=== apb_sram_arbiter ===
apb_sram_arbiter, supply network:
(3 px per µm) Pins as bars on the die edge. Tap cells in gray.
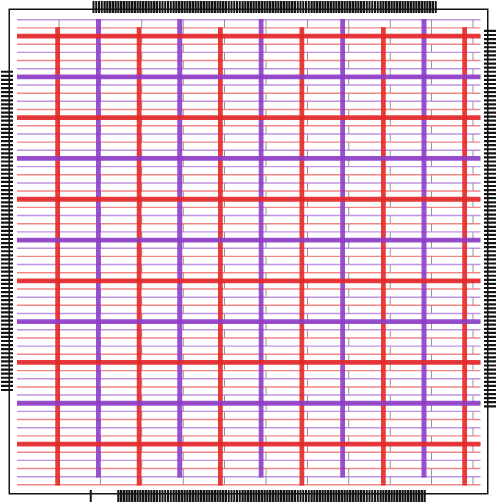

**config.mk**
```make
export PLATFORM = sky130hd
export DESIGN_NAME = apb_sram_arbiter
export DESIGN_NICKNAME = d
export VERILOG_FILES = /design/src/rtl/apb_sram_pkg.sv /design/src/rtl/apb_rr_arbiter.sv /design/src/rtl/apb_sram_arbiter.sv
export SDC_FILE = /design/constraint.sdc
export NUM_CORES = 1
export LEC_CHECK = 0
export ABC_AREA = 1
export CORE_AREA = 2 2 157 159
export DETAILED_ROUTE_END_ITERATION = 10
export DIE_AREA = 0 0 159 161
export GPL_TIMING_DRIVEN = 0
export PLACE_DENSITY = 0.78
export SYNTH_ARGS = -nofsm -noshare
export SYNTH_HDL_FRONTEND = slang
export SYNTH_SLANG_ARGS = --single-unit
```
**constraint.sdc**
```tcl
create_clock -name PCLK -period 9.95 [get_ports PCLK]
set_input_delay 2.4875 -clock PCLK [delete_from_list [all_inputs] [get_ports PCLK]]
set_output_delay 2.4875 -clock PCLK [all_outputs]
set_load 0.005 [all_outputs]
```
**src/rtl/apb_sram_pkg.sv**
```systemverilog
// Shared types and constants for the multi-requester APB SRAM master.
package apb_sram_pkg;

    typedef enum logic [1:0] {
        ST_IDLE,
        ST_SETUP,
        ST_ACCESS
    } apb_mst_state_e;

    localparam logic APB_WRITE = 1'b1;
    localparam logic APB_READ  = 1'b0;

endpackage

```
**src/rtl/apb_rr_arbiter.sv**
```systemverilog
// Combinational round-robin picker: first set request at or above ptr, wrapping at NUM_REQ.
module apb_rr_arbiter #(
    parameter  int NUM_REQ = 4,
    localparam int IDX_W   = $clog2(NUM_REQ)
) (
    input  logic [NUM_REQ-1:0] req,
    input  logic [IDX_W-1:0]   ptr,
    input  logic               en,
    output logic [NUM_REQ-1:0] gnt_onehot,
    output logic [IDX_W-1:0]   gnt_idx,
    output logic               any
);

    int w_idx;

    always_comb begin
        // NOTE: every output gets a default first so no path leaves it unassigned (no latch).
        gnt_onehot = '0;
        gnt_idx    = '0;
        any        = 1'b0;
        w_idx      = 0;
        for (int k = 0; k < NUM_REQ; k++) begin
            w_idx = int'(ptr) + k;
            if (w_idx >= NUM_REQ) begin
                w_idx = w_idx - NUM_REQ;
            end
            if (en && !any && req[IDX_W'(w_idx)]) begin
                any                        = 1'b1;
                gnt_idx                    = IDX_W'(w_idx);
                gnt_onehot[IDX_W'(w_idx)]  = 1'b1;
            end
        end
    end

endmodule

```
**src/rtl/apb_sram_arbiter.sv**
```systemverilog
// APB master shared by NUM_REQ requesters: round-robin grant, SETUP/ACCESS sequencing,
// PREADY watchdog, and one-hot response return to the granted requester.
module apb_sram_arbiter
    import apb_sram_pkg::*;
#(
    parameter  int NUM_REQ        = 4,
    parameter  int ADDR_BUS_WIDTH = 32,
    parameter  int DATA_BUS_WIDTH = 32,
    parameter  int TIMEOUT_CYC    = 16,
    localparam int IDX_W          = $clog2(NUM_REQ)
) (
    input  logic                              PCLK,
    input  logic                              PRESET,
    input  logic [NUM_REQ-1:0]                req_valid,
    input  logic [NUM_REQ-1:0]                req_write,
    input  logic [NUM_REQ*ADDR_BUS_WIDTH-1:0] req_addr,
    input  logic [NUM_REQ*DATA_BUS_WIDTH-1:0] req_wdata,
    output logic [NUM_REQ-1:0]                req_ready,
    output logic [NUM_REQ-1:0]                rsp_valid,
    output logic [DATA_BUS_WIDTH-1:0]         rsp_rdata,
    output logic                              rsp_err,
    output logic [IDX_W-1:0]                  grant_id,
    output logic                              PSEL,
    output logic                              PENABLE,
    output logic                              PWRITE,
    output logic [ADDR_BUS_WIDTH-1:0]         PADDR,
    output logic [DATA_BUS_WIDTH-1:0]         PWDATA,
    input  logic [DATA_BUS_WIDTH-1:0]         PRDATA,
    input  logic                              PREADY,
    input  logic                              PSLVERR
);

    localparam int CNT_W   = (TIMEOUT_CYC < 2) ? 1 : $clog2(TIMEOUT_CYC);
    localparam int TO_LAST = (TIMEOUT_CYC > 0) ? TIMEOUT_CYC - 1 : 0;

    apb_mst_state_e              r_state;
    apb_mst_state_e              w_next_state;
    logic [IDX_W-1:0]            r_ptr;
    logic [IDX_W-1:0]            r_grant_id;
    logic [CNT_W-1:0]            r_cnt;
    logic                        r_pwrite;
    logic [ADDR_BUS_WIDTH-1:0]   r_paddr;
    logic [DATA_BUS_WIDTH-1:0]   r_pwdata;
    logic [NUM_REQ-1:0]          r_rsp_valid;
    logic [DATA_BUS_WIDTH-1:0]   r_rsp_rdata;
    logic                        r_rsp_err;

    logic [NUM_REQ-1:0]          w_gnt_onehot;
    logic [IDX_W-1:0]            w_gnt_idx;
    logic                        w_gnt_any;
    logic                        w_arb_en;
    logic                        w_timeout;
    logic                        w_done;
    logic                        w_sel_write;
    logic [ADDR_BUS_WIDTH-1:0]   w_sel_addr;
    logic [DATA_BUS_WIDTH-1:0]   w_sel_wdata;

    // Gated by PRESET so req_ready stays low while reset is held.
    assign w_arb_en = (r_state == ST_IDLE) && !PRESET;

    apb_rr_arbiter #(
        .NUM_REQ    (NUM_REQ)
    ) u_arb (
        .req        (req_valid),
        .ptr        (r_ptr),
        .en         (w_arb_en),
        .gnt_onehot (w_gnt_onehot),
        .gnt_idx    (w_gnt_idx),
        .any        (w_gnt_any)
    );

    always_comb begin
        w_sel_write = APB_READ;
        w_sel_addr  = '0;
        w_sel_wdata = '0;
        for (int i = 0; i < NUM_REQ; i++) begin
            if (w_gnt_onehot[i]) begin
                w_sel_write = req_write[i];
                w_sel_addr  = req_addr[i*ADDR_BUS_WIDTH +: ADDR_BUS_WIDTH];
                w_sel_wdata = req_wdata[i*DATA_BUS_WIDTH +: DATA_BUS_WIDTH];
            end
        end
    end

    // Watchdog fires in the last allowed ACCESS cycle; PREADY in that same cycle still wins.
    assign w_timeout = (TIMEOUT_CYC != 0) && (r_cnt == CNT_W'(TO_LAST));

    always_comb begin
        w_next_state = r_state;
        w_done       = 1'b0;
        case (r_state)
            ST_IDLE:   if (w_gnt_any) w_next_state = ST_SETUP;
            ST_SETUP:  w_next_state = ST_ACCESS;
            ST_ACCESS: begin
                if (PREADY || w_timeout) begin
                    w_done       = 1'b1;
                    w_next_state = ST_IDLE;
                end
            end
            default:   w_next_state = ST_IDLE;
        endcase
    end

    always_ff @(posedge PCLK or posedge PRESET) begin
        if (PRESET) begin
            r_state     <= ST_IDLE;
            r_ptr       <= '0;
            r_grant_id  <= '0;
            r_cnt       <= '0;
            r_pwrite    <= 1'b0;
            r_paddr     <= '0;
            r_pwdata    <= '0;
            r_rsp_valid <= '0;
            r_rsp_rdata <= '0;
            r_rsp_err   <= 1'b0;
        end else begin
            // NOTE: state registers use non-blocking assignments so every flop samples pre-edge values.
            r_state     <= w_next_state;
            r_rsp_valid <= '0;

            if (w_arb_en && w_gnt_any) begin
                r_pwrite   <= w_sel_write;
                r_paddr    <= w_sel_addr;
                r_pwdata   <= w_sel_wdata;
                r_grant_id <= w_gnt_idx;
                r_ptr      <= (w_gnt_idx == IDX_W'(NUM_REQ - 1)) ? '0 : w_gnt_idx + 1'b1;
            end

            if (r_state == ST_SETUP) begin
                r_cnt <= '0;
            end else if (r_state == ST_ACCESS) begin
                r_cnt <= r_cnt + 1'b1;
            end

            if (w_done) begin
                r_rsp_valid <= NUM_REQ'(1) << r_grant_id;
                if (PREADY) begin
                    r_rsp_err   <= PSLVERR;
                    r_rsp_rdata <= (r_pwrite == APB_WRITE) ? '0 : PRDATA;
                end else begin
                    r_rsp_err   <= 1'b1;
                    r_rsp_rdata <= '0;
                end
            end
        end
    end

    assign req_ready = w_gnt_onehot;
    assign rsp_valid = r_rsp_valid;
    assign rsp_rdata = r_rsp_rdata;
    assign rsp_err   = r_rsp_err;
    assign grant_id  = r_grant_id;
    assign PSEL      = (r_state != ST_IDLE);
    assign PENABLE   = (r_state == ST_ACCESS);
    assign PWRITE    = r_pwrite;
    assign PADDR     = r_paddr;
    assign PWDATA    = r_pwdata;

endmodule

```
=== hamming_pkt_scheduler ===
File: config.mk
export PLATFORM = sky130hd
export DESIGN_NAME = hamming_pkt_scheduler
export DESIGN_NICKNAME = d
export VERILOG_FILES = /design/src/rtl/hamming_pkt_scheduler_pkg.sv /design/src/rtl/hamming_pkt_scheduler_rr_arbiter.sv /design/src/rtl/hamming_pkt_scheduler.sv
export SDC_FILE = /design/constraint.sdc
export NUM_CORES = 1
export LEC_CHECK = 0
export CAP_MARGIN = 10
export CORE_MARGIN = 2
export CORE_UTILIZATION = 24
export DETAILED_ROUTE_END_ITERATION = 7
export SLEW_MARGIN = 20
export SYNTH_ARGS = -nofsm -noshare
export SYNTH_HDL_FRONTEND = slang
export SYNTH_SLANG_ARGS = --single-unit
File: constraint.sdc
create_clock -name clk -period 4.6 [get_ports clk]
set_clock_uncertainty 0.1 [all_clocks]
set_input_delay 0.46 -clock clk [delete_from_list [all_inputs] [get_ports clk]]
set_output_delay 0.46 -clock clk [all_outputs]
set_load 0.005 [all_outputs]
File: src/rtl/hamming_pkt_scheduler_pkg.sv
// Shared types and constants for the Hamming-weight packet scheduler.
package hamming_sched_pkg;

  typedef enum logic [1:0] {
    IDLE  = 2'd0,
    FEED  = 2'd1,
    DRAIN = 2'd2,
    GAP   = 2'd3
  } sched_state_e;

  localparam int unsigned BYTE_W            = 8;
  localparam int unsigned DEF_BYTES_PER_PKT = 128;
  localparam int unsigned MAX_ONES          = 31;

  // Counter width that never collapses to zero bits for tiny parameter values.
  function automatic int unsigned clog2_min1(input int unsigned n);
    return (n <= 2) ? 1 : $clog2(n);
  endfunction

  localparam int unsigned CNT_W = clog2_min1(DEF_BYTES_PER_PKT);

endpackage

File: src/rtl/hamming_pkt_scheduler_rr_arbiter.sv
// Round-robin arbiter: picks the first requester at or after the pointer and
// moves the pointer past the winner when the grant is taken.
module hamming_rr_arbiter
  import hamming_sched_pkg::*;
#(
  parameter int unsigned NUM_REQ = 2,
  parameter int unsigned IDX_W   = 1
) (
  input  logic               clk,
  input  logic               rst,
  input  logic [NUM_REQ-1:0] req,
  input  logic               advance,
  output logic               any,
  output logic [IDX_W-1:0]   sel_idx,
  output logic [NUM_REQ-1:0] sel_onehot
);

  logic [IDX_W-1:0]   ptr_q, ptr_d;
  logic [NUM_REQ-1:0] shifted;
  int unsigned        cand;

  // Scan requesters starting at the pointer, first hit wins.
  always_comb begin
    any     = 1'b0;
    sel_idx = '0;
    shifted = '0;
    cand    = 0;
    for (int unsigned off = 0; off < NUM_REQ; off++) begin
      cand    = (32'(ptr_q) + off) % NUM_REQ;
      shifted = req >> cand;
      if (!any && shifted[0]) begin
        any     = 1'b1;
        sel_idx = IDX_W'(cand);
      end
    end
    sel_onehot = any ? (NUM_REQ'(1) << sel_idx) : '0;
  end

  // Pointer moves to the requester after the winner, wrapping at NUM_REQ.
  always_comb begin
    ptr_d = ptr_q;
    if (advance && any) begin
      if (32'(sel_idx) + 32'd1 == NUM_REQ) begin
        ptr_d = '0;
      end else begin
        ptr_d = sel_idx + IDX_W'(1);
      end
    end
  end

  // Pointer register.
  always_ff @(posedge clk) begin
    if (rst) begin
      ptr_q <= '0;
    end else begin
      ptr_q <= ptr_d;
    end
  end

endmodule

File: src/rtl/hamming_pkt_scheduler.sv
// Time-shares one Hamming-weight checker between NUM_REQ byte-stream
// requesters: grants round-robin, streams a fixed-length packet, waits for the
// checker verdict (or times out and resets it) and reports a tagged result.
module hamming_pkt_scheduler
  import hamming_sched_pkg::*;
#(
  parameter int unsigned NUM_REQ       = 2,
  parameter int unsigned BYTES_PER_PKT = 128,
  parameter int unsigned DONE_TIMEOUT  = 64
) (
  input  logic                       clk,
  input  logic                       rst,
  input  logic [NUM_REQ-1:0]         req,
  input  logic [8*NUM_REQ-1:0]       req_data,
  input  logic [NUM_REQ-1:0]         req_data_valid,
  output logic [NUM_REQ-1:0]         gnt,
  output logic [NUM_REQ-1:0]         req_data_ready,
  output logic                       chk_rst,
  output logic                       chk_start_of_packet,
  output logic [7:0]                 chk_packet_data,
  input  logic                       chk_last_valid,
  input  logic                       chk_wt_err,
  output logic                       busy,
  output logic                       done_valid,
  output logic [$clog2(NUM_REQ)-1:0] done_id,
  output logic                       done_wt_err,
  output logic                       done_underrun,
  output logic                       done_timeout
);

  localparam int unsigned IDX_W = $clog2(NUM_REQ);
  localparam int unsigned CW    = clog2_min1(BYTES_PER_PKT);
  localparam int unsigned TW    = clog2_min1(DONE_TIMEOUT);

  sched_state_e       state_q, state_d;
  logic [IDX_W-1:0]   sel_q, sel_d;
  logic [NUM_REQ-1:0] gnt_q, gnt_d;
  logic [CW-1:0]      cnt_q, cnt_d;
  logic [TW-1:0]      tmo_q, tmo_d;
  logic               underrun_q, underrun_d;
  logic [BYTE_W-1:0]  pkt_data_q, pkt_data_d;
  logic               sop_q, sop_d;
  logic               chk_rst_q, chk_rst_d;
  logic               done_valid_q, done_valid_d;
  logic [IDX_W-1:0]   done_id_q, done_id_d;
  logic               done_wt_err_q, done_wt_err_d;
  logic               done_underrun_q, done_underrun_d;
  logic               done_timeout_q, done_timeout_d;

  logic               arb_any;
  logic               arb_advance;
  logic [IDX_W-1:0]   arb_idx;
  logic [NUM_REQ-1:0] arb_onehot;
  logic [BYTE_W-1:0]  cur_byte;
  logic               cur_valid;

  hamming_rr_arbiter #(
    .NUM_REQ (NUM_REQ),
    .IDX_W   (IDX_W)
  ) u_arb (
    .clk        (clk),
    .rst        (rst),
    .req        (req),
    .advance    (arb_advance),
    .any        (arb_any),
    .sel_idx    (arb_idx),
    .sel_onehot (arb_onehot)
  );

  // Route the granted requester's byte lane and valid bit.
  always_comb begin
    cur_byte  = '0;
    cur_valid = 1'b0;
    for (int unsigned i = 0; i < NUM_REQ; i++) begin
      if (sel_q == IDX_W'(i)) begin
        cur_byte  = req_data[i*BYTE_W +: BYTE_W];
        cur_valid = req_data_valid[i];
      end
    end
  end

  // Packet sequencing: grant, feed, wait for verdict, one-cycle gap.
  always_comb begin
    state_d         = state_q;
    sel_d           = sel_q;
    gnt_d           = gnt_q;
    cnt_d           = cnt_q;
    tmo_d           = tmo_q;
    underrun_d      = underrun_q;
    pkt_data_d      = '0;
    sop_d           = 1'b0;
    chk_rst_d       = 1'b0;
    done_valid_d    = 1'b0;
    done_id_d       = '0;
    done_wt_err_d   = 1'b0;
    done_underrun_d = 1'b0;
    done_timeout_d  = 1'b0;
    arb_advance     = 1'b0;
    case (state_q)
      IDLE: begin
        if (arb_any) begin
          arb_advance = 1'b1;
          sel_d       = arb_idx;
          gnt_d       = arb_onehot;
          cnt_d       = '0;
          underrun_d  = 1'b0;
          state_d     = FEED;
        end
      end
      FEED: begin
        // The checker cannot stall, so a missing byte is padded with zero.
        pkt_data_d = cur_valid ? cur_byte : '0;
        sop_d      = (cnt_q == '0);
        if (!cur_valid) begin
          underrun_d = 1'b1;
        end
        if (cnt_q == CW'(BYTES_PER_PKT - 1)) begin
          cnt_d   = '0;
          gnt_d   = '0;
          tmo_d   = '0;
          state_d = DRAIN;
        end else begin
          cnt_d = cnt_q + CW'(1);
        end
      end
      DRAIN: begin
        if (chk_last_valid || chk_wt_err) begin
          done_valid_d    = 1'b1;
          done_id_d       = sel_q;
          done_wt_err_d   = chk_wt_err;
          done_underrun_d = underrun_q;
          state_d         = GAP;
        end else if (tmo_q == TW'(DONE_TIMEOUT - 1)) begin
          done_valid_d    = 1'b1;
          done_id_d       = sel_q;
          done_underrun_d = underrun_q;
          done_timeout_d  = 1'b1;
          chk_rst_d       = 1'b1;
          state_d         = GAP;
        end else begin
          tmo_d = tmo_q + TW'(1);
        end
      end
      GAP: begin
        state_d = IDLE;
      end
      default: begin
        state_d = IDLE;
      end
    endcase
  end

  // State registers; reset also drives the checker reset one cycle later.
  always_ff @(posedge clk) begin
    if (rst) begin
      state_q         <= IDLE;
      sel_q           <= '0;
      gnt_q           <= '0;
      cnt_q           <= '0;
      tmo_q           <= '0;
      underrun_q      <= 1'b0;
      pkt_data_q      <= '0;
      sop_q           <= 1'b0;
      chk_rst_q       <= 1'b1;
      done_valid_q    <= 1'b0;
      done_id_q       <= '0;
      done_wt_err_q   <= 1'b0;
      done_underrun_q <= 1'b0;
      done_timeout_q  <= 1'b0;
    end else begin
      state_q         <= state_d;
      sel_q           <= sel_d;
      gnt_q           <= gnt_d;
      cnt_q           <= cnt_d;
      tmo_q           <= tmo_d;
      underrun_q      <= underrun_d;
      pkt_data_q      <= pkt_data_d;
      sop_q           <= sop_d;
      chk_rst_q       <= chk_rst_d;
      done_valid_q    <= done_valid_d;
      done_id_q       <= done_id_d;
      done_wt_err_q   <= done_wt_err_d;
      done_underrun_q <= done_underrun_d;
      done_timeout_q  <= done_timeout_d;
    end
  end

  assign gnt                 = gnt_q;
  assign req_data_ready      = gnt_q;
  assign busy                = (state_q != IDLE);
  assign chk_rst             = chk_rst_q;
  assign chk_start_of_packet = sop_q;
  assign chk_packet_data     = pkt_data_q;
  assign done_valid          = done_valid_q;
  assign done_id             = done_id_q;
  assign done_wt_err         = done_wt_err_q;
  assign done_underrun       = done_underrun_q;
  assign done_timeout        = done_timeout_q;

endmodule

=== imem_read_arbiter ===
**config.mk**
```make
export PLATFORM = sky130hd
export DESIGN_NAME = imem_read_arbiter
export DESIGN_NICKNAME = d
export VERILOG_FILES = /design/src/rtl/imem_read_arbiter.sv
export SDC_FILE = /design/constraint.sdc
export NUM_CORES = 1
export LEC_CHECK = 0
export CAP_MARGIN = 20
export CORE_MARGIN = 5
export CORE_UTILIZATION = 46
export CTS_CLUSTER_SIZE = 25
export DETAILED_ROUTE_END_ITERATION = 10
export HOLD_SLACK_MARGIN = 0.05
export PLACE_DENSITY = 0.85
export SETUP_SLACK_MARGIN = 0.2
export SLEW_MARGIN = 40
export SYNTH_ARGS = -nofsm -noshare
export SYNTH_HDL_FRONTEND = slang
export SYNTH_SLANG_ARGS = --single-unit
```
**constraint.sdc**
```tcl
create_clock -name clk -period 4.1 [get_ports clk]
set_input_delay 0.82 -clock clk [delete_from_list [all_inputs] [get_ports clk]]
set_output_delay 0.82 -clock clk [all_outputs]
set_load 0.01 [all_outputs]
```
**src/rtl/imem_read_arbiter.sv**
```systemverilog
// Two-port round-robin arbiter in front of the combinational instruction memory.
// Each port gets a bounded burst while the other port waits; read data is registered one cycle after grant.
module imem_read_arbiter #(
    parameter int ADDR_W    = 8,
    parameter int DATA_W    = 32,
    parameter int MAX_BURST = 4
) (
    input  logic              clk,
    input  logic              rst_n,
    input  logic              m0_req,
    input  logic [ADDR_W-1:0] m0_addr,
    output logic              m0_gnt,
    output logic              m0_rvalid,
    output logic [DATA_W-1:0] m0_rdata,
    output logic              m0_err,
    input  logic              m1_req,
    input  logic [ADDR_W-1:0] m1_addr,
    output logic              m1_gnt,
    output logic              m1_rvalid,
    output logic [DATA_W-1:0] m1_rdata,
    output logic              m1_err,
    output logic [ADDR_W-1:0] mem_addr,
    input  logic [DATA_W-1:0] mem_rdata
);

    typedef enum logic [1:0] {NONE, OWN0, OWN1} state_t;
    localparam logic [3:0] MAX_B = 4'(MAX_BURST);

    state_t            state_q, state_d;
    logic              last_q, last_d;
    logic [3:0]        burst_cnt_q, burst_cnt_d;
    logic              g0, g1;
    logic              rvalid0_q, rvalid0_d, rvalid1_q, rvalid1_d;
    logic              err0_q, err0_d, err1_q, err1_d;
    logic [DATA_W-1:0] rdata0_q, rdata0_d, rdata1_q, rdata1_d;

    // Owner keeps the port until its burst is spent, but only while the other side is waiting.
    always_comb begin
        g0 = 1'b0;
        g1 = 1'b0;
        if (m0_req && m1_req) begin
            case (state_q)
                OWN0:    if (burst_cnt_q < MAX_B) g0 = 1'b1; else g1 = 1'b1;
                OWN1:    if (burst_cnt_q < MAX_B) g1 = 1'b1; else g0 = 1'b1;
                default: if (last_q) g0 = 1'b1; else g1 = 1'b1;
            endcase
        end else begin
            g0 = m0_req;
            g1 = m1_req;
        end
    end

    assign m0_gnt   = g0 & rst_n;
    assign m1_gnt   = g1 & rst_n;
    assign mem_addr = g0 ? m0_addr : (g1 ? m1_addr : '0);

    always_comb begin
        state_d     = state_q;
        last_d      = last_q;
        burst_cnt_d = burst_cnt_q;
        if (g0 || g1) begin
            if ((g0 && state_q == OWN0) || (g1 && state_q == OWN1)) begin
                if (burst_cnt_q < MAX_B) burst_cnt_d = burst_cnt_q + 4'd1;
            end else begin
                state_d     = g1 ? OWN1 : OWN0;
                burst_cnt_d = 4'd1;
                last_d      = g1;
            end
        end else begin
            state_d     = NONE;
            burst_cnt_d = 4'd0;
        end
    end

    // Response side: data and error flag hold between responses.
    always_comb begin
        rvalid0_d = g0;
        rvalid1_d = g1;
        rdata0_d  = g0 ? mem_rdata : rdata0_q;
        rdata1_d  = g1 ? mem_rdata : rdata1_q;
        err0_d    = g0 ? (m0_addr[1:0] != 2'b00) : err0_q;
        err1_d    = g1 ? (m1_addr[1:0] != 2'b00) : err1_q;
    end

    always_ff @(posedge clk or negedge rst_n) begin
        if (!rst_n) begin
            state_q     <= NONE;
            last_q      <= 1'b1;
            burst_cnt_q <= 4'd0;
            rvalid0_q   <= 1'b0;
            rvalid1_q   <= 1'b0;
            rdata0_q    <= '0;
            rdata1_q    <= '0;
            err0_q      <= 1'b0;
            err1_q      <= 1'b0;
        end else begin
            state_q     <= state_d;
            last_q      <= last_d;
            burst_cnt_q <= burst_cnt_d;
            rvalid0_q   <= rvalid0_d;
            rvalid1_q   <= rvalid1_d;
            rdata0_q    <= rdata0_d;
            rdata1_q    <= rdata1_d;
            err0_q      <= err0_d;
            err1_q      <= err1_d;
        end
    end

    assign m0_rvalid = rvalid0_q;
    assign m0_rdata  = rdata0_q;
    assign m0_err    = err0_q;
    assign m1_rvalid = rvalid1_q;
    assign m1_rdata  = rdata1_q;
    assign m1_err    = err1_q;

endmodule

```
=== cnt_calendar_bcd ===
### src/rtl/calendar_pkg.sv
// Shared constants and BCD helpers for the calendar counter: month codes,
// month-length values, digit stepping and Gregorian leap tests.
package calendar_pkg;

    localparam logic [7:0] MON_JAN = 8'h01;
    localparam logic [7:0] MON_FEB = 8'h02;
    localparam logic [7:0] MON_MAR = 8'h03;
    localparam logic [7:0] MON_APR = 8'h04;
    localparam logic [7:0] MON_MAY = 8'h05;
    localparam logic [7:0] MON_JUN = 8'h06;
    localparam logic [7:0] MON_JUL = 8'h07;
    localparam logic [7:0] MON_AUG = 8'h08;
    localparam logic [7:0] MON_SEP = 8'h09;
    localparam logic [7:0] MON_OCT = 8'h10;
    localparam logic [7:0] MON_NOV = 8'h11;
    localparam logic [7:0] MON_DEC = 8'h12;

    localparam logic [7:0] DAYS_28 = 8'h28;
    localparam logic [7:0] DAYS_29 = 8'h29;
    localparam logic [7:0] DAYS_30 = 8'h30;
    localparam logic [7:0] DAYS_31 = 8'h31;
    localparam logic [7:0] DAY_ONE = 8'h01;

    // carry is the ripple into the next digit: 9->0 going up, 0->9 going down
    typedef struct packed {
        logic       carry;
        logic [3:0] digit;
    } bcd_digit_t;

    function automatic bcd_digit_t bcd_digit_step(input logic [3:0] d, input logic up);
        bcd_digit_t r;
        if (up) begin
            r.carry = (d == 4'd9);
            r.digit = (d == 4'd9) ? 4'd0 : d + 4'd1;
        end else begin
            r.carry = (d == 4'd0);
            r.digit = (d == 4'd0) ? 4'd9 : d - 4'd1;
        end
        return r;
    endfunction

    function automatic logic [7:0] bcd_byte_step(input logic [7:0] v, input logic up);
        bcd_digit_t lo;
        bcd_digit_t hi;
        lo = bcd_digit_step(v[3:0], up);
        hi = bcd_digit_step(v[7:4], up);
        return {(lo.carry ? hi.digit : v[7:4]), lo.digit};
    endfunction

    function automatic logic bcd_byte_valid(input logic [7:0] v);
        return (v[7:4] <= 4'd9) && (v[3:0] <= 4'd9);
    endfunction

    // Divisible by 4 for a BCD pair; 00 counts as divisible
    function automatic logic leap_pair(input logic [7:0] p);
        if (!p[4])
            return (p[3:0] == 4'd0) || (p[3:0] == 4'd4) || (p[3:0] == 4'd8);
        else
            return (p[3:0] == 4'd2) || (p[3:0] == 4'd6);
    endfunction

    function automatic logic leap_year4(input logic [15:0] y);
        if (y[7:0] != 8'h00)
            return leap_pair(y[7:0]);
        else
            return leap_pair(y[15:8]);
    endfunction

endpackage

### src/rtl/cal_month_len.sv
// Combinational BCD month length lookup; February follows the supplied leap flag.
module cal_month_len
    import calendar_pkg::*;
(
    input  logic [7:0] month,
    input  logic       is_leap,
    output logic [7:0] ml
);

    // Out-of-range month codes fall to 31; callers range-check months separately
    always_comb begin
        ml = DAYS_31;
        case (month)
            MON_JAN, MON_MAR, MON_MAY, MON_JUL,
            MON_AUG, MON_OCT, MON_DEC: ml = DAYS_31;
            MON_APR, MON_JUN, MON_SEP, MON_NOV: ml = DAYS_30;
            MON_FEB: ml = is_leap ? DAYS_29 : DAYS_28;
            default: ml = DAYS_31;
        endcase
    end

endmodule

### src/rtl/cnt_calendar_bcd.sv
// BCD day/month/year calendar counter with up/down stepping and validated load.
// Define CAL_WEEKDAY_EN to add the WEEKDAY counter and LOAD_WDAY input.
module cnt_calendar_bcd
    import calendar_pkg::*;
#(
    parameter int         YEAR_DIGITS = 2,
    parameter logic [15:0] YEAR_RST   = 16'h2024,
    parameter logic [7:0]  MONTH_RST  = 8'h01,
    parameter logic [7:0]  DAY_RST    = 8'h01
) (
    input  logic                     CLK,
    input  logic                     RESET,
    input  logic                     ENABLE,
    input  logic                     CARRY_in,
    input  logic                     DIR,
    input  logic                     LOAD,
    input  logic [7:0]               LOAD_DAY,
    input  logic [7:0]               LOAD_MONTH,
    input  logic [4*YEAR_DIGITS-1:0] LOAD_YEAR,
    output logic [7:0]               DAY,
    output logic [7:0]               MONTH,
    output logic [4*YEAR_DIGITS-1:0] YEAR,
    output logic                     IS_LEAP,
    output logic                     CARRY_out,
    output logic                     LOAD_ERR
`ifdef CAL_WEEKDAY_EN
    ,
    input  logic [2:0]               LOAD_WDAY,
    output logic [2:0]               WEEKDAY
`endif
);

    localparam int YW = 4 * YEAR_DIGITS;

    logic          load_leap;
    logic          step;
    logic          at_boundary;
    logic [7:0]    prev_month;
    logic [7:0]    ml_cur;
    logic [7:0]    ml_prev;
    logic [7:0]    ml_load;
    logic [YW-1:0] year_step;
    logic [7:0]    day_nxt;
    logic [7:0]    month_nxt;
    logic [YW-1:0] year_nxt;
    logic          year_digits_ok;
    logic          load_ok;

    // Four-digit years apply the century rule; two-digit years are plain mod 4
    if (YEAR_DIGITS == 4) begin : g_leap4
        assign IS_LEAP   = leap_year4(YEAR);
        assign load_leap = leap_year4(LOAD_YEAR);
    end else begin : g_leap2
        assign IS_LEAP   = leap_pair(YEAR[7:0]);
        assign load_leap = leap_pair(LOAD_YEAR[7:0]);
    end

    // A tick counts only when enabled and not displaced by a load on the same edge
    assign step        = ENABLE & CARRY_in & ~LOAD;
    assign at_boundary = DIR ? ((MONTH == MON_DEC) && (DAY == DAYS_31))
                             : ((MONTH == MON_JAN) && (DAY == DAY_ONE));
    assign CARRY_out   = step & at_boundary;

    // December is always 31 days, so the current year's leap flag is safe here
    assign prev_month = (MONTH == MON_JAN) ? MON_DEC : bcd_byte_step(MONTH, 1'b0);

    cal_month_len u_ml_cur (
        .month   (MONTH),
        .is_leap (IS_LEAP),
        .ml      (ml_cur)
    );

    cal_month_len u_ml_prev (
        .month   (prev_month),
        .is_leap (IS_LEAP),
        .ml      (ml_prev)
    );

    cal_month_len u_ml_load (
        .month   (LOAD_MONTH),
        .is_leap (load_leap),
        .ml      (ml_load)
    );

    // Ripple a single BCD step through the year digits in the DIR direction
    always_comb begin
        bcd_digit_t dstep;
        logic       ripple;
        year_step = YEAR;
        ripple    = 1'b1;
        for (int i = 0; i < YEAR_DIGITS; i++) begin
            dstep = bcd_digit_step(YEAR[4*i +: 4], DIR);
            if (ripple)
                year_step[4*i +: 4] = dstep.digit;
            ripple = ripple & dstep.carry;
        end
    end

    always_comb begin
        day_nxt   = DAY;
        month_nxt = MONTH;
        year_nxt  = YEAR;
        if (DIR) begin
            if (DAY != ml_cur) begin
                day_nxt = bcd_byte_step(DAY, 1'b1);
            end else begin
                day_nxt = DAY_ONE;
                if (MONTH == MON_DEC) begin
                    month_nxt = MON_JAN;
                    year_nxt  = year_step;
                end else begin
                    month_nxt = bcd_byte_step(MONTH, 1'b1);
                end
            end
        end else begin
            if (DAY != DAY_ONE) begin
                day_nxt = bcd_byte_step(DAY, 1'b0);
            end else begin
                month_nxt = prev_month;
                day_nxt   = ml_prev;
                if (MONTH == MON_JAN)
                    year_nxt = year_step;
            end
        end
    end

    always_comb begin
        year_digits_ok = 1'b1;
        for (int i = 0; i < YEAR_DIGITS; i++) begin
            if (LOAD_YEAR[4*i +: 4] > 4'd9)
                year_digits_ok = 1'b0;
        end
    end

    // BCD codes compare correctly as binary once every nibble is a valid digit
    always_comb begin
        load_ok = year_digits_ok
                & bcd_byte_valid(LOAD_DAY)
                & bcd_byte_valid(LOAD_MONTH)
                & (LOAD_MONTH != 8'h00) & (LOAD_MONTH <= MON_DEC)
                & (LOAD_DAY != 8'h00) & (LOAD_DAY <= ml_load);
`ifdef CAL_WEEKDAY_EN
        load_ok = load_ok & (LOAD_WDAY != 3'd7);
`endif
    end

    always_ff @(posedge CLK) begin
        if (RESET) begin
            DAY      <= DAY_RST;
            MONTH    <= MONTH_RST;
            YEAR     <= YEAR_RST[YW-1:0];
            LOAD_ERR <= 1'b0;
        end else begin
            LOAD_ERR <= LOAD & ~load_ok;
            if (LOAD) begin
                if (load_ok) begin
                    DAY   <= LOAD_DAY;
                    MONTH <= LOAD_MONTH;
                    YEAR  <= LOAD_YEAR;
                end
            end else if (step) begin
                DAY   <= day_nxt;
                MONTH <= month_nxt;
                YEAR  <= year_nxt;
            end
        end
    end

`ifdef CAL_WEEKDAY_EN
    always_ff @(posedge CLK) begin
        if (RESET) begin
            WEEKDAY <= 3'd0;
        end else if (LOAD) begin
            if (load_ok)
                WEEKDAY <= LOAD_WDAY;
        end else if (step) begin
            if (DIR)
                WEEKDAY <= (WEEKDAY == 3'd6) ? 3'd0 : WEEKDAY + 3'd1;
            else
                WEEKDAY <= (WEEKDAY == 3'd0) ? 3'd6 : WEEKDAY - 3'd1;
        end
    end
`endif

endmodule
### config.mk
export PLATFORM = sky130hd
export DESIGN_NAME = cnt_calendar_bcd
export DESIGN_NICKNAME = d
export VERILOG_FILES = /design/src/rtl/calendar_pkg.sv /design/src/rtl/cal_month_len.sv /design/src/rtl/cnt_calendar_bcd.sv
export SDC_FILE = /design/constraint.sdc
export NUM_CORES = 1
export LEC_CHECK = 0
export ABC_CLOCK_PERIOD_IN_PS = 3850
export CORE_ASPECT_RATIO = 0.9
export CORE_MARGIN = 3
export CORE_UTILIZATION = 55
export DETAILED_ROUTE_END_ITERATION = 12
export PLACE_DENSITY = 0.94
export SYNTH_ARGS = -nofsm -noshare
export SYNTH_HDL_FRONTEND = slang
export SYNTH_HIERARCHICAL = 1
export SYNTH_SLANG_ARGS = --single-unit
export TNS_END_PERCENT = 100
### constraint.sdc
create_clock -name CLK -period 3.85 [get_ports CLK]
set_input_delay 0.9625 -clock CLK [delete_from_list [all_inputs] [get_ports CLK]]
set_output_delay 0.9625 -clock CLK [all_outputs]
set_load 0.01 [all_outputs]
hamming_pkt_scheduler, track usage over the die:
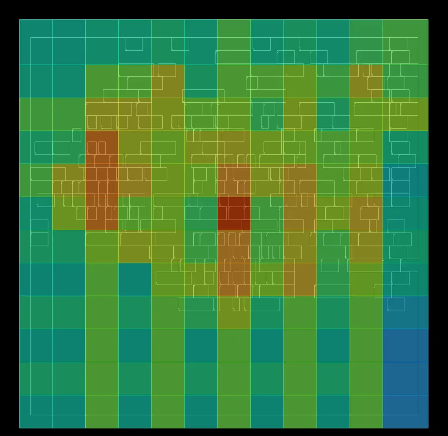
global-route met3 utilization: 3.113%
met2 usage: 14.20%

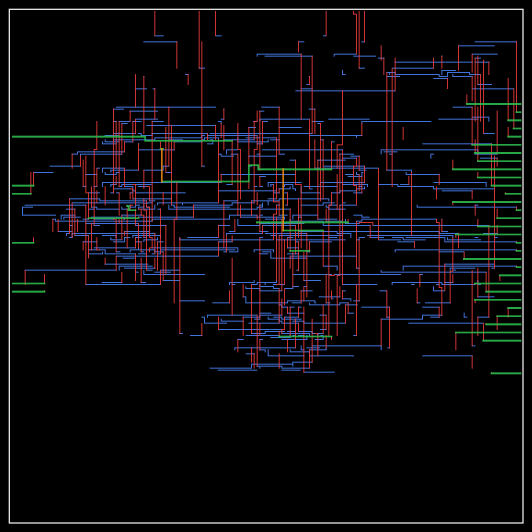
hamming_pkt_scheduler: wiring by layer
(6 px per µm)
color	layer	wire length
orange	metal 4	15.6 µm
blue	metal 1	1840 µm
green	metal 3	301 µm
red	metal 2	1450 µm

==> ci_impl_report.md, hamming_pkt_scheduler <==
### Yosys + OpenROAD results

| Metric | Value |
|---|---|
| Status | `finished, final reports clean` |
| CTS Buffer Depth | `2` |
| Post-DP HPWL | `2.619 mm` |
| Via/cell ratio | `4.738` |
| Critical Path Sink | `busy` |
| Gr ovfl total | `0` |
| Sequential cell area share | `32.37%` |
| Final hold vios | `0` |
| Worst VDD drop | `0.1528 mV` |
| Worst reg2reg path startpoint | `state_q[0]$_SDFFE_PP0P_` |
| Vias in the first global route | `1233` |
| CP Launch Type | `register` |
| Endpoint, Worst Hold | `state_q[1]$_SDFFE_PP0P_` |
| Most frequent cells in the layout | `clkdlybuf4s50_1 (43), dfxtp_1 (35), nor2_1 (24)` |
| Metal2 WL | `1.453 mm` |
| Async SR Flop Fraction | `0%` |
| Clk slew on worst S/H paths | `0.07 ns` |
| Synth cell count leaders | `dfxtp_1 (35), nor2_1 (24), mux2i_1 (11)` |
| Combinational Power Share | `34.5%` |
| Worst slew pin tran | `0.6084 ns` |
| Register Area | `700.7 µm²` |
| Net Count, Synth | `200` |
| Slowest-stage cell, CP | `clkdlybuf4s50_1` |
| Busiest grt layer | `met1` |
| Antenna cells | `0` |
| Post-layout util | `33.89%` |
| CTS tree | `built` |
| Crit path arrival time | `1.64 ns` |
| Comb group | `308 µW` |
| FF+latch count, synth | `35` |
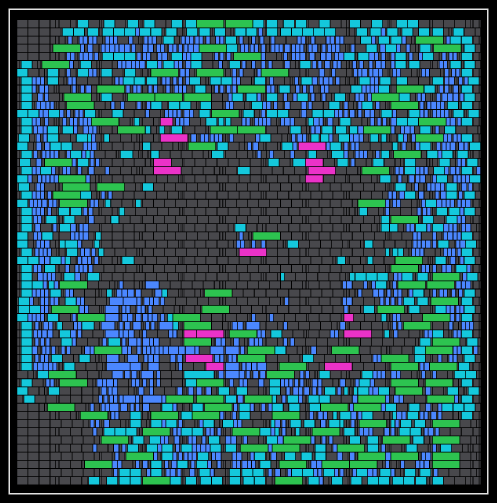
apb_sram_arbiter: placed cells, one color a class
(3 px per µm) Fill, decap, tap and diode cells in gray.
color	class	cells	share of their area
cyan	remaining buffers and delay cells	479	38%
green	sequential cells	112	23%
blue	combinational and other logic	1031	36%
magenta	clock drivers and dummy loads	16	2.7%

Notes on 'supply network' of apb_sram_arbiter above:
color	net
red	VSS
purple	VDD
rows	57
met1 rails	58
met4 straps	11
signal pins	410
tap cells	324

==> ci_impl_report.md, apb_sram_arbiter <==
### Yosys + OpenROAD results

| Metric | Value |
|---|---|
| Mapped Area | `0.007592 mm²` |
| Main flop type | `dfrtp_1` |
| Die area | `0.02560 mm²` |
| I/O pin total | `410` |
| Simple Share, Synth | `35.09%` |
| HP Class | `reg -> reg` |
| Setup WS post-layout | `2.310 ns` |
| DR top layer | `met4` |
| Dominant logic cell type in the layout | `nand2_1` |
| Status | `finished, final reports clean` |
| CP dominant cell by count | `clkdlybuf4s50_1` |
| Worst-Skew Late Latency | `0.37 ns` |
| Area share, top type | `36.91%` |
| Xor/xnor share | `0.1154%` |
| Total Negative Setup Slacks | `0 ns` |
| Unique cell types | `27` |
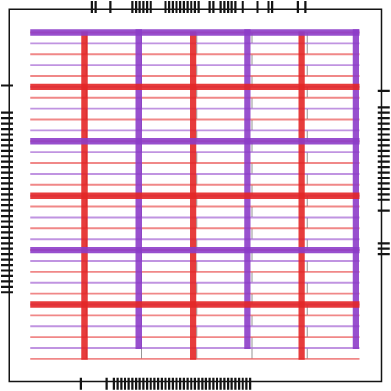
imem_read_arbiter: supply network
(4 px per µm) Pins as bars on the die edge. Tap cells in gray.
color	net
purple	VDD
red	VSS
met4 straps	6
tap cells	80
met1 rails	31

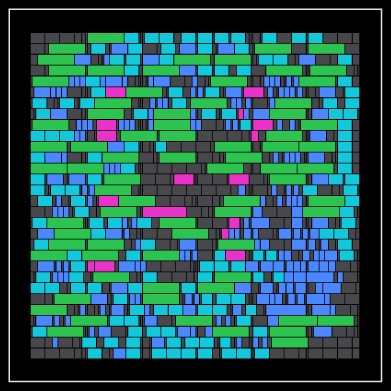
imem_read_arbiter: placed cells, one color a class
(4 px per µm) Fill, decap, tap and diode cells in gray.
color	class	cells	share of their area
green	sequential cells	75	41%
cyan	remaining buffers and delay cells	138	29%
magenta	clock drivers and dummy loads	16	4.2%
blue	combinational and other logic	199	26%

==> ci_impl_report.md, imem_read_arbiter <==
### Yosys + OpenROAD results

| Metric | Value |
|---|---|
| Post-DP HPWL | `6.071 mm` |
| Clock group | `553 µW` |
| Synth Area in Adders | `1.990%` |
| Net Count, Synth | `346` |
| Via/cell ratio | `4.990` |
| Crit path arrival time | `2.98 ns` |
| Hold slack final | `0.3802 ns` |
| Final instance area | `0.004735 mm²` |
| Clock power frac | `14.6%` |
| Avg Inst Size Synth | `10.88 µm²` |
| FF+latch count, synth | `75` |
| Vias in the first global route | `2681` |
| Synth cell count leaders | `nand2_1 (102), dfrtp_1 (74), mux2_2 (32)` |
| Register Area | `0.001878 mm²` |
| WL met3 | `643 µm` |
| Status | `finished, final reports clean` |
| Comb group | `1.94 mW` |
| Die X | `92.66 µm` |
| DRC | `0` |
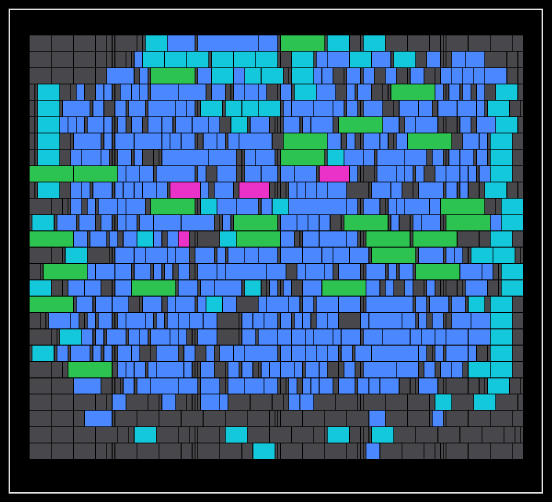
cnt_calendar_bcd: placed cells, one color a class
(6 px per µm) Fill, decap, tap and diode cells in gray.
color	class	cells	share of their area
magenta	clock drivers and dummy loads	4	1.2%
green	sequential cells	25	13%
cyan	remaining buffers and delay cells	69	17%
blue	combinational and other logic	395	69%

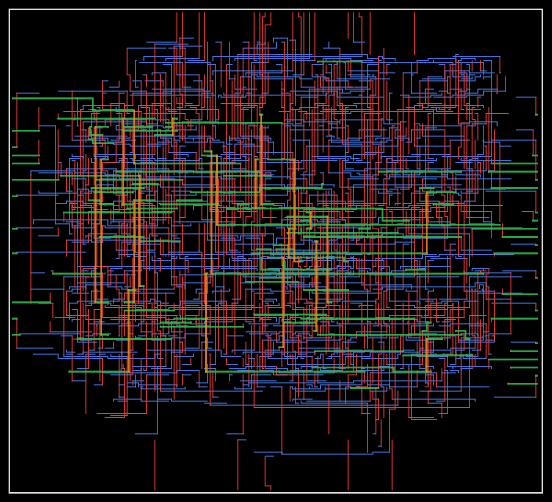
cnt_calendar_bcd: wiring by layer
(6 px per µm)
color	layer	wire length
green	metal 3	923 µm
red	metal 2	4620 µm
blue	metal 1	4170 µm
orange	metal 4	290 µm

==> ci_impl_report.md, cnt_calendar_bcd <==
### Yosys + OpenROAD results

| Metric | Value |
|---|---|
| Sw Pwr | `301.4 µW` |
| Worst-path cell chain | `clkdlybuf4s50_1 > nor3_2 > nand4b_1 > inv_1 > inv_1 > ha_1 > and2_1 > o21ai_0 > and4bb_2 > o211ai_4 > a221o_1 > a211o_1` |
| Status | `finished, final reports clean` |
| Part of the power in registers | `37.1%` |
| CTS tree | `built` |
| Synth-to-Final Area Change | `16.23%` |
| Non-clk bufs | `69` |
| Most frequent cells in the layout | `clkdlybuf4s50_1 (56), nand2_1 (33), nor2_1 (31)` |
| Total Negative Setup Slacks | `0 ns` |
| WP depth | `12` |
| Floorplan core density | `57.99%` |
| Synth Instances | `457` |
| Sequential cell area share | `12.75%` |
| 1st-pass router iterations | `5` |
| ClkCell Share | `1.179%` |
| Design Power | `793.5 µW` |
| Reg2reg end | `DAY[6]$_SDFFE_PP0P_` |


==> notes/layouts.md <==
Pictures saved along the way, in no particular order.

Track usage over the die.
(a)
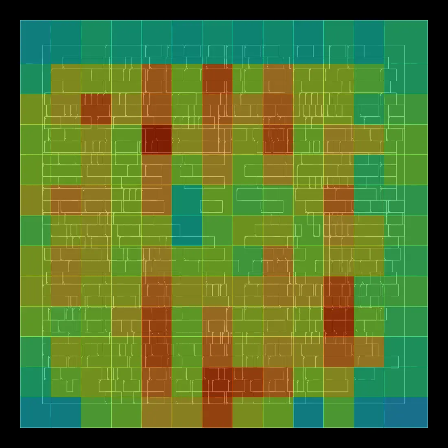
(b)
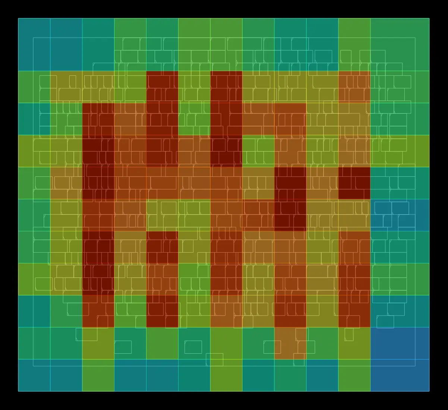
(c)
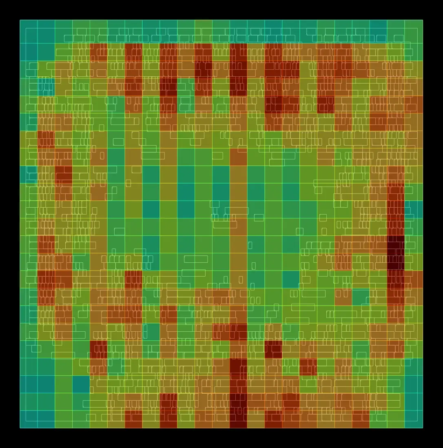
The one with the highest track usage is (b).
- (a) = imem_read_arbiter
- (b) = cnt_calendar_bcd
- (c) = apb_sram_arbiter


## Gallery

Clock distribution.
image #1
(2 px per µm)
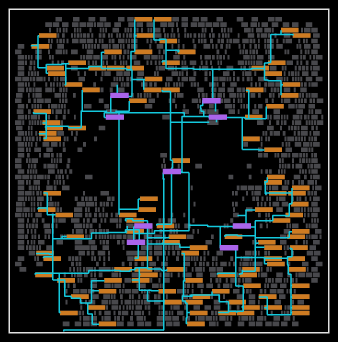
image #2
(4 px per µm)
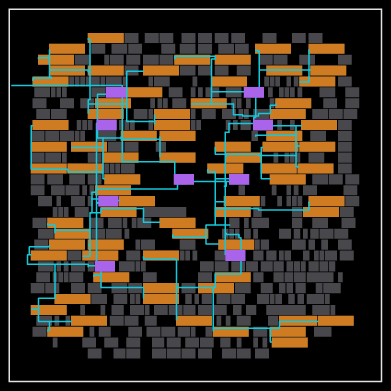
image #3
(4 px per µm)
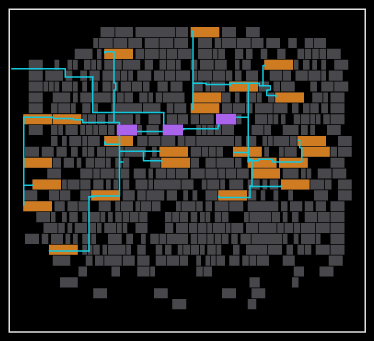
image #4
(4 px per µm)
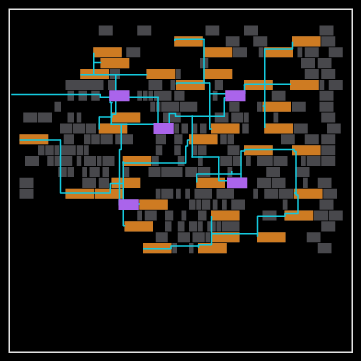
imem_read_arbiter -> image #2
cnt_calendar_bcd -> image #3
apb_sram_arbiter -> image #1
hamming_pkt_scheduler -> image #4
The one with the largest die is image #1.

No activity file was given, so power comes from the tool's default toggle rates.
